# fetch_unit

Fig. 1: fetch_unit, pin map
Pins as bars across the die edge, other pins in gray.
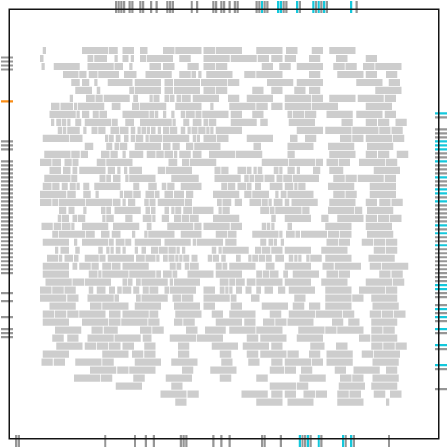

$ cat config.mk
export PLATFORM = sky130hd
export DESIGN_NAME = fetch_unit
export DESIGN_NICKNAME = d
export VERILOG_FILES = /design/src/rtl/fetch_unit.sv
export SDC_FILE = /design/constraint.sdc
export NUM_CORES = 1
export LEC_CHECK = 0
export CAP_MARGIN = 20
export CORE_MARGIN = 10
export CORE_UTILIZATION = 58
export CTS_CLUSTER_DIAMETER = 120
export DETAILED_ROUTE_END_ITERATION = 12
export DONT_BUFFER_PORTS = 1
export GPL_ROUTABILITY_DRIVEN = 0
export MAX_ROUTING_LAYER = met4
export PLACE_DENSITY_LB_ADDON = 0.2
export SLEW_MARGIN = 20
export SYNTH_ARGS = -nofsm -noshare
export SYNTH_HDL_FRONTEND = slang
export SYNTH_SLANG_ARGS = --single-unit
$ cat constraint.sdc
create_clock -name clk_i -period 2.8 [get_ports clk_i]
set_clock_uncertainty 0.1 [all_clocks]
set_input_delay 0.56 -clock clk_i [delete_from_list [all_inputs] [get_ports clk_i]]
set_output_delay 0.56 -clock clk_i [all_outputs]
set_load 0.1 [all_outputs]
$ cat src/rtl/fetch_unit.sv
// Instruction fetch: owns the fetch PC, issues in-order req/gnt/rvalid requests and buffers words toward decode.
// Optional FETCH_PERF_EN adds saturating pop/discard counters (fetch_count_o, drop_count_o).
module fetch_unit #(
  parameter logic [31:0] RESET_PC = 32'h0000_0000,
  parameter int          DEPTH    = 2
) (
  input  logic        clk_i,
  input  logic        rst_ni,
  output logic        imem_req_o,
  output logic [31:0] imem_addr_o,
  input  logic        imem_gnt_i,
  input  logic        imem_rvalid_i,
  input  logic [31:0] imem_rdata_i,
  input  logic        redirect_i,
  input  logic [31:0] redirect_pc_i,
  output logic        instr_valid_o,
  input  logic        instr_ready_i,
  output logic [31:0] instruction_o,
`ifdef FETCH_PERF_EN
  output logic [31:0] fetch_count_o,
  output logic [31:0] drop_count_o,
`endif
  output logic [31:0] pc_o
);
  localparam int AW = $clog2(DEPTH);
  localparam int CW = AW + 1;
  localparam logic [CW:0] CAP = DEPTH[CW:0];

  typedef logic [31:0] data_t;
  typedef struct packed {
    data_t       instr;
    logic [31:0] pc;
  } entry_t;

  entry_t          mem_q [DEPTH];
  logic [AW-1:0]   wptr_q, wptr_d, rptr_q, rptr_d;
  logic [CW-1:0]   cnt_q, cnt_d, outst_q, outst_d, drop_q, drop_d;
  logic [31:0]     req_pc_q, req_pc_d, resp_pc_q, resp_pc_d;
  logic [CW:0]     inflight;
  logic            grant, rsp, push, pop, discard;
  logic [31:0]     redir_pc;

  // Credit counts both in-flight and buffered words, so a push can never overflow.
  assign inflight    = {1'b0, outst_q} + {1'b0, cnt_q};
  assign imem_req_o  = rst_ni && !redirect_i && (inflight < CAP);
  assign imem_addr_o = req_pc_q;
  assign redir_pc    = redirect_pc_i & 32'hFFFF_FFFC;

  assign grant   = imem_req_o && imem_gnt_i;
  assign rsp     = imem_rvalid_i && (outst_q != '0);
  assign discard = rsp && (redirect_i || (drop_q != '0));
  assign push    = rsp && !discard;
  assign pop     = instr_valid_o && instr_ready_i;

  assign instr_valid_o = (cnt_q != '0);
  assign instruction_o = mem_q[rptr_q].instr;
  assign pc_o          = mem_q[rptr_q].pc;

  always_comb begin
    outst_d   = outst_q + CW'(grant) - CW'(rsp);
    drop_d    = drop_q;
    req_pc_d  = req_pc_q;
    resp_pc_d = resp_pc_q;
    wptr_d    = wptr_q;
    rptr_d    = rptr_q;
    cnt_d     = cnt_q;
    if (redirect_i) begin
      // Everything still in flight belongs to the old path.
      drop_d    = outst_q - CW'(rsp);
      req_pc_d  = redir_pc;
      resp_pc_d = redir_pc;
      wptr_d    = '0;
      rptr_d    = '0;
      cnt_d     = '0;
    end else begin
      if (rsp && drop_q != '0) drop_d = drop_q - CW'(1);
      if (grant) req_pc_d = req_pc_q + 32'd4;
      if (push) begin
        resp_pc_d = resp_pc_q + 32'd4;
        wptr_d    = wptr_q + AW'(1);
      end
      if (pop) rptr_d = rptr_q + AW'(1);
      cnt_d = cnt_q + CW'(push) - CW'(pop);
    end
  end

  always_ff @(posedge clk_i or negedge rst_ni) begin
    if (!rst_ni) begin
      for (int i = 0; i < DEPTH; i++) mem_q[i] <= '0;
      wptr_q    <= '0;
      rptr_q    <= '0;
      cnt_q     <= '0;
      outst_q   <= '0;
      drop_q    <= '0;
      req_pc_q  <= RESET_PC;
      resp_pc_q <= RESET_PC;
    end else begin
      if (push) mem_q[wptr_q] <= '{instr: imem_rdata_i, pc: resp_pc_q};
      wptr_q    <= wptr_d;
      rptr_q    <= rptr_d;
      cnt_q     <= cnt_d;
      outst_q   <= outst_d;
      drop_q    <= drop_d;
      req_pc_q  <= req_pc_d;
      resp_pc_q <= resp_pc_d;
    end
  end

`ifdef FETCH_PERF_EN
  logic [31:0] fcnt_q, dcnt_q;
  always_ff @(posedge clk_i or negedge rst_ni) begin
    if (!rst_ni) begin
      fcnt_q <= '0;
      dcnt_q <= '0;
    end else begin
      if (pop && fcnt_q != 32'hFFFF_FFFF) fcnt_q <= fcnt_q + 32'd1;
      if (discard && dcnt_q != 32'hFFFF_FFFF) dcnt_q <= dcnt_q + 32'd1;
    end
  end
  assign fetch_count_o = fcnt_q;
  assign drop_count_o  = dcnt_q;
`endif
endmodule
# hdmi_period_scheduler

$ cat config.mk
export PLATFORM = sky130hd
export DESIGN_NAME = hdmi_period_scheduler
export DESIGN_NICKNAME = d
export VERILOG_FILES = /design/src/rtl/hdmi_period_scheduler.sv
export SDC_FILE = /design/constraint.sdc
export NUM_CORES = 1
export LEC_CHECK = 0
export ABC_CLOCK_PERIOD_IN_PS = 7150
export CAP_MARGIN = 25
export CORE_MARGIN = 2
export CORE_UTILIZATION = 57
export DETAILED_ROUTE_END_ITERATION = 10
export HOLD_SLACK_MARGIN = 0.08
export PLACE_DENSITY_LB_ADDON = 0.05
export SLEW_MARGIN = 20
export SYNTH_ARGS = -nofsm -noshare
export SYNTH_HDL_FRONTEND = slang
export SYNTH_SLANG_ARGS = --single-unit
$ cat constraint.sdc
create_clock -name pixel_clk -period 7.15 [get_ports pixel_clk]
set_clock_uncertainty 0.15 [all_clocks]
set_input_delay 0.715 -clock pixel_clk [delete_from_list [all_inputs] [get_ports pixel_clk]]
set_output_delay 0.715 -clock pixel_clk [all_outputs]
set_load 0.01 [all_outputs]
$ cat src/rtl/hdmi_period_scheduler.sv
// hdmi_period_scheduler: raster timing, HDMI period sequencing and data-island grant handshake
module hdmi_period_scheduler #(
  parameter int   H_ACTIVE    = 640,
  parameter int   H_FP        = 16,
  parameter int   H_SYNC      = 96,
  parameter int   H_BP        = 48,
  parameter int   V_ACTIVE    = 480,
  parameter int   V_FP        = 10,
  parameter int   V_SYNC      = 2,
  parameter int   V_BP        = 33,
  parameter logic SYNC_POL    = 1'b0,
  parameter int   DI_OFFSET   = 4,
  parameter int   MAX_PACKETS = 2
) (
  input  logic        pixel_clk,
  input  logic        rst,
  input  logic        di_req,
  input  logic [2:0]  di_n_packets,
  output logic        di_ack,
  output logic        di_data_en,
  output logic        di_pkt_start,
  output logic        active_video,
  output logic        video_gb,
  output logic        data_island_gb,
  output logic        hsync,
  output logic        vsync,
  output logic [3:0]  ctl,
  output logic [10:0] x,
  output logic [9:0]  y
);
  localparam int H_TOTAL = H_ACTIVE + H_FP + H_SYNC + H_BP;
  localparam int V_TOTAL = V_ACTIVE + V_FP + V_SYNC + V_BP;
  localparam int DS = H_ACTIVE + DI_OFFSET;
  localparam logic [10:0] HA1  = 11'(H_ACTIVE - 1);
  localparam logic [10:0] HA   = 11'(H_ACTIVE);
  localparam logic [10:0] HEND = 11'(H_TOTAL - 1);
  localparam logic [10:0] HPRE = 11'(H_TOTAL - 11);
  localparam logic [10:0] HGB  = 11'(H_TOTAL - 3);
  localparam logic [10:0] DS1  = 11'(DS - 1);
  localparam logic [10:0] DLGB = 11'(DS + 7);
  localparam logic [10:0] DDAT = 11'(DS + 9);
  localparam logic [10:0] PK0  = 11'(DS + 10);
  localparam logic [10:0] HS0  = 11'(H_ACTIVE + H_FP);
  localparam logic [10:0] HS1  = 11'(H_ACTIVE + H_FP + H_SYNC);
  localparam logic [9:0]  VEND = 10'(V_TOTAL - 1);
  localparam logic [9:0]  VA1  = 10'(V_ACTIVE - 1);
  localparam logic [9:0]  VS0  = 10'(V_ACTIVE + V_FP);
  localparam logic [9:0]  VS1  = 10'(V_ACTIVE + V_FP + V_SYNC);
  localparam logic [2:0]  MP   = 3'(MAX_PACKETS);
  typedef enum logic [2:0] {CTRL, DI_PRE, DI_LGB, DI_DATA, DI_TGB, VID_PRE, VID_GB, VIDEO} state_t;
  state_t      state_q, state_d;
  logic [10:0] h_q, h_d, x_q, x_d, dat_end;
  logic [9:0]  v_q, v_d, y_q, y_d;
  logic [2:0]  n_q, n_d;
  logic [3:0]  ctl_q, ctl_d;
  logic [4:0]  pkt_off;
  logic        pre_vid;
  logic ack_q, ack_d, den_q, den_d, pkt_q, pkt_d, av_q, av_d, vgb_q, vgb_d, dgb_q, dgb_d, hs_q, hs_d, vs_q, vs_d;
  always_comb begin
    h_d = h_q == HEND ? 11'd0 : h_q + 11'd1;
    v_d = h_q != HEND ? v_q : v_q == VEND ? 10'd0 : v_q + 10'd1;
    n_d = h_q == HA1 ? (di_req ? (di_n_packets > MP ? MP : di_n_packets) : 3'd0) : n_q;
    pre_vid = v_q == VEND || v_q < VA1;
    dat_end = DDAT + {3'b0, n_q, 5'b0};
    pkt_off = 5'(h_q - PK0);
    state_d = state_q;
    case (state_q)
      CTRL:    state_d = (h_q == HPRE && pre_vid) ? VID_PRE : (h_q == DS1 && n_q != 3'd0) ? DI_PRE : CTRL;
      VID_PRE: state_d = h_q == HGB ? VID_GB : VID_PRE;
      VID_GB:  state_d = h_q == HEND ? VIDEO : VID_GB;
      VIDEO:   state_d = h_q == HA1 ? CTRL : VIDEO;
      DI_PRE:  state_d = h_q == DLGB ? DI_LGB : DI_PRE;
      DI_LGB:  state_d = h_q == DDAT ? DI_DATA : DI_LGB;
      DI_DATA: state_d = h_q == dat_end ? DI_TGB : DI_DATA;
      DI_TGB:  state_d = h_q == dat_end + 11'd2 ? CTRL : DI_TGB;
      default: state_d = CTRL;
    endcase
    ack_d = h_q == HA && n_q != 3'd0;
    av_d  = state_q == VIDEO;
    vgb_d = state_q == VID_GB;
    dgb_d = state_q == DI_LGB || state_q == DI_TGB;
    den_d = state_q == DI_DATA;
    pkt_d = state_q == DI_DATA && pkt_off == 5'd0;
    ctl_d = state_q == VID_PRE ? 4'b0001 : state_q == DI_PRE ? 4'b0101 : 4'b0000;
    hs_d  = (h_q >= HS0 && h_q < HS1) ? SYNC_POL : ~SYNC_POL;
    vs_d  = (v_q >= VS0 && v_q < VS1) ? SYNC_POL : ~SYNC_POL;
    x_d   = h_q;
    y_d   = v_q;
  end
  always_ff @(posedge pixel_clk or posedge rst) begin
    if (rst) begin
      h_q     <= HA;
      v_q     <= VEND;
      state_q <= CTRL;
      n_q     <= 3'd0;
      ack_q   <= 1'b0;
      av_q    <= 1'b0;
      vgb_q   <= 1'b0;
      dgb_q   <= 1'b0;
      den_q   <= 1'b0;
      pkt_q   <= 1'b0;
      ctl_q   <= 4'd0;
      hs_q    <= ~SYNC_POL;
      vs_q    <= ~SYNC_POL;
      x_q     <= 11'd0;
      y_q     <= 10'd0;
    end else begin
      h_q     <= h_d;
      v_q     <= v_d;
      state_q <= state_d;
      n_q     <= n_d;
      ack_q   <= ack_d;
      av_q    <= av_d;
      vgb_q   <= vgb_d;
      dgb_q   <= dgb_d;
      den_q   <= den_d;
      pkt_q   <= pkt_d;
      ctl_q   <= ctl_d;
      hs_q    <= hs_d;
      vs_q    <= vs_d;
      x_q     <= x_d;
      y_q     <= y_d;
    end
  end
  assign di_ack         = ack_q;
  assign di_data_en     = den_q;
  assign di_pkt_start   = pkt_q;
  assign active_video   = av_q;
  assign video_gb       = vgb_q;
  assign data_island_gb = dgb_q;
  assign hsync          = hs_q;
  assign vsync          = vs_q;
  assign ctl            = ctl_q;
  assign x              = x_q;
  assign y              = y_q;
endmodule

Fig. 2: hdmi_period_scheduler, wiring by layer
Only two layers are drawn.
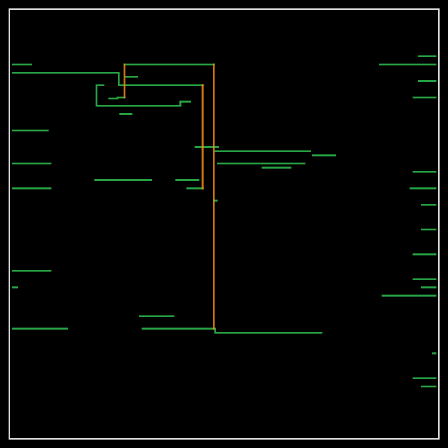
M3: drawn in green, wire length 260 µm. M4: drawn in orange, wire length 66.0 µm.
via count: 1,765
DR WL/cell: 15.5 µm
WL final: 4.86 mm
GRT Resource Usage Total: 0.220

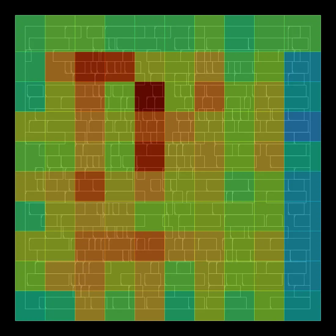
Fig. 3. Routing congestion (hdmi_period_scheduler).
routing usage on met2: 0.284
Final Util: 0.712

==> flow_summary.yaml, hdmi_period_scheduler <==
# synthesis and place-and-route metrics
synth:
  top_cells_by_count: "dfrtp_1 (51), nor2_1 (17), nand3_1 (15)"
  edf_count: 0
  async_flop_share: 1.00
  postSynthSeqShare: 0.579
  ys_top_logic_family: "simple AND/OR/NAND/NOR gates"
  synth.avg_cell_area_um2: 11.4
flow_run:
  max_cap_violations: 0
status:
  status: "completed"
layout:
  clkCellAreaFrac: 0.0536
  final_common_cell: "dfrtp_1"
  final.clkbuf_count: 13
  final_cells: 314
critical_path:
  reg2regPathDepth: 6
  cp-end-kind: "flop"
  worst-path-stages: 6
timing:
  finalSetupViolCount: 0
  finalCritPeriodShare: 0.349
  hold_viol: 0
  setup_slack_ns: 4.65
hold_path:
  hp-class: "flop to flop"
clocking:
  root_buffer: "clkbuf_8"
route:
  drt_iter0_drc: 163
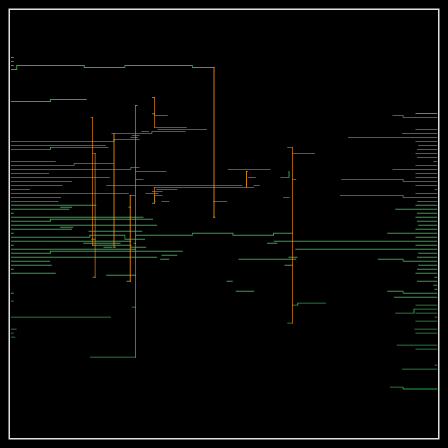
Fig. 4. Wiring by layer (fetch_unit).
Only two layers are drawn.
M4: drawn in orange, wire length 371 µm. M3: drawn in green, wire length 2,040 µm.
via count: 6,063
WL final: 21.9 mm
DR WL/cell: 22.0 µm
GRT Resource Usage Total: 0.214

## Picture notes: Fig. 1
`instruction_o`: drawn in cyan, pins 32, direction output, edge 19 right, 8 top, 5 bottom. `imem_rvalid_i`: drawn in orange, pins 1, direction input, edge left.
All pins by edge: 57 right, 43 left, 41 top, 27 bottom.
Die Y: 146 µm
Die X: 146 µm
Port-buffer cells: 0

==> flow_summary.yaml, fetch_unit <==
# synthesis and place-and-route metrics
clocking:
  ctsResizeCount: 2
  post_cts_buffers: 0
status:
  status: "finished, violations left"
  failed_checks: "hold timing"
synth:
  postSynthSeqShare: 0.524
  ys_types: 46
  mux_area_frac: 0.237
  async_flop_share: 1.00
  top_cells_by_count: "dfrtp_1 (192), mux2_2 (182), nand2_1 (53)"
  synth_top_area_share: 0.524
  ys_top_logic_family: "multiplexers"
critical_path:
  reg2regPathDepth: 8
  crit_type: "flop to primary output"
  worstPathRequired_ns: 2.14
  crit_fanout: 3
  r2r_slack_ns: 0.21
  slowest_stage: "fa_1"
timing:
  slew_headroom: 0.372
  worst_slew_pin_slew_ns: 0.942
  hold_viol: 192
  whs_ns: -0.272
layout:
  n_antenna_cell: 0
  clkCellAreaFrac: 0.0569
  seq_share: 0.467
  sh_comb_area: 0.407
  final_common_cell: "dfrtp_1"
  drive_above_1_share: 0.357
  buffers: 47
  final_util: 0.670
route:
  dr_wl_met2_mm: 10.5
placed_design:
  post-place-cells: 964
global_route:
  overflow: 0
  met2_usage: 0.329
  antenna_found_initial: 0
  use_met3: 0.0758
floorplan:
  io_pins: 168

==> gallery <==
Clock wires, drivers and flops.
(a)
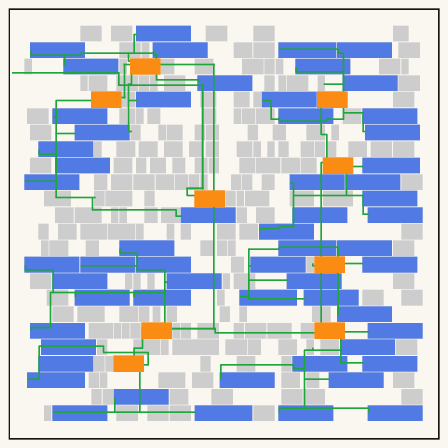
(b)
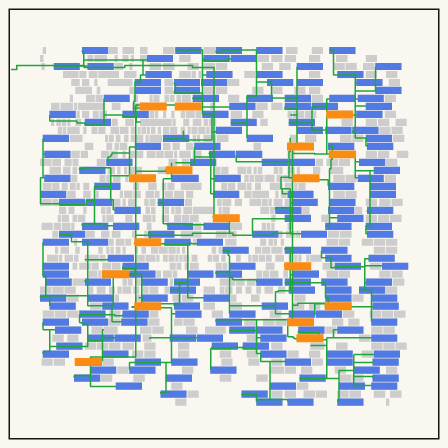
- most sequential cells: (b)
(b) comes from fetch_unit.
(a) comes from hdmi_period_scheduler.

Key to (b):
clock wires: drawn in green, length 2,110 µm. clock-net drivers: drawn in orange, count 17. flip-flops: drawn in blue, count 192.
There are 18 routed clock nets. Position of the flops: widely spread.



==> screenshots <==
Placement by cell class.
shot_01.png
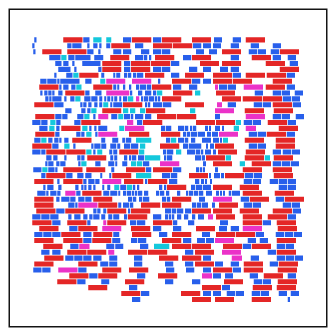
shot_02.png
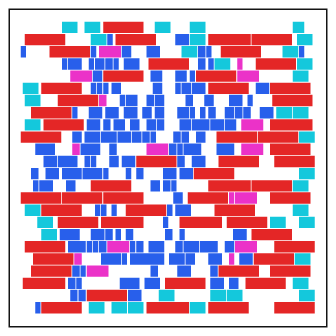
shot_02.png: hdmi_period_scheduler
shot_01.png: fetch_unit
The one with the most sequential cells is shot_01.png.
The one with the most cells is shot_01.png.

Key to shot_01.png:
remaining buffers and delay cells: drawn in cyan, cells 47. clock drivers and dummy loads: drawn in magenta, cells 31. sequential cells: drawn in red, cells 192. remaining logic cells: drawn in blue, cells 514.

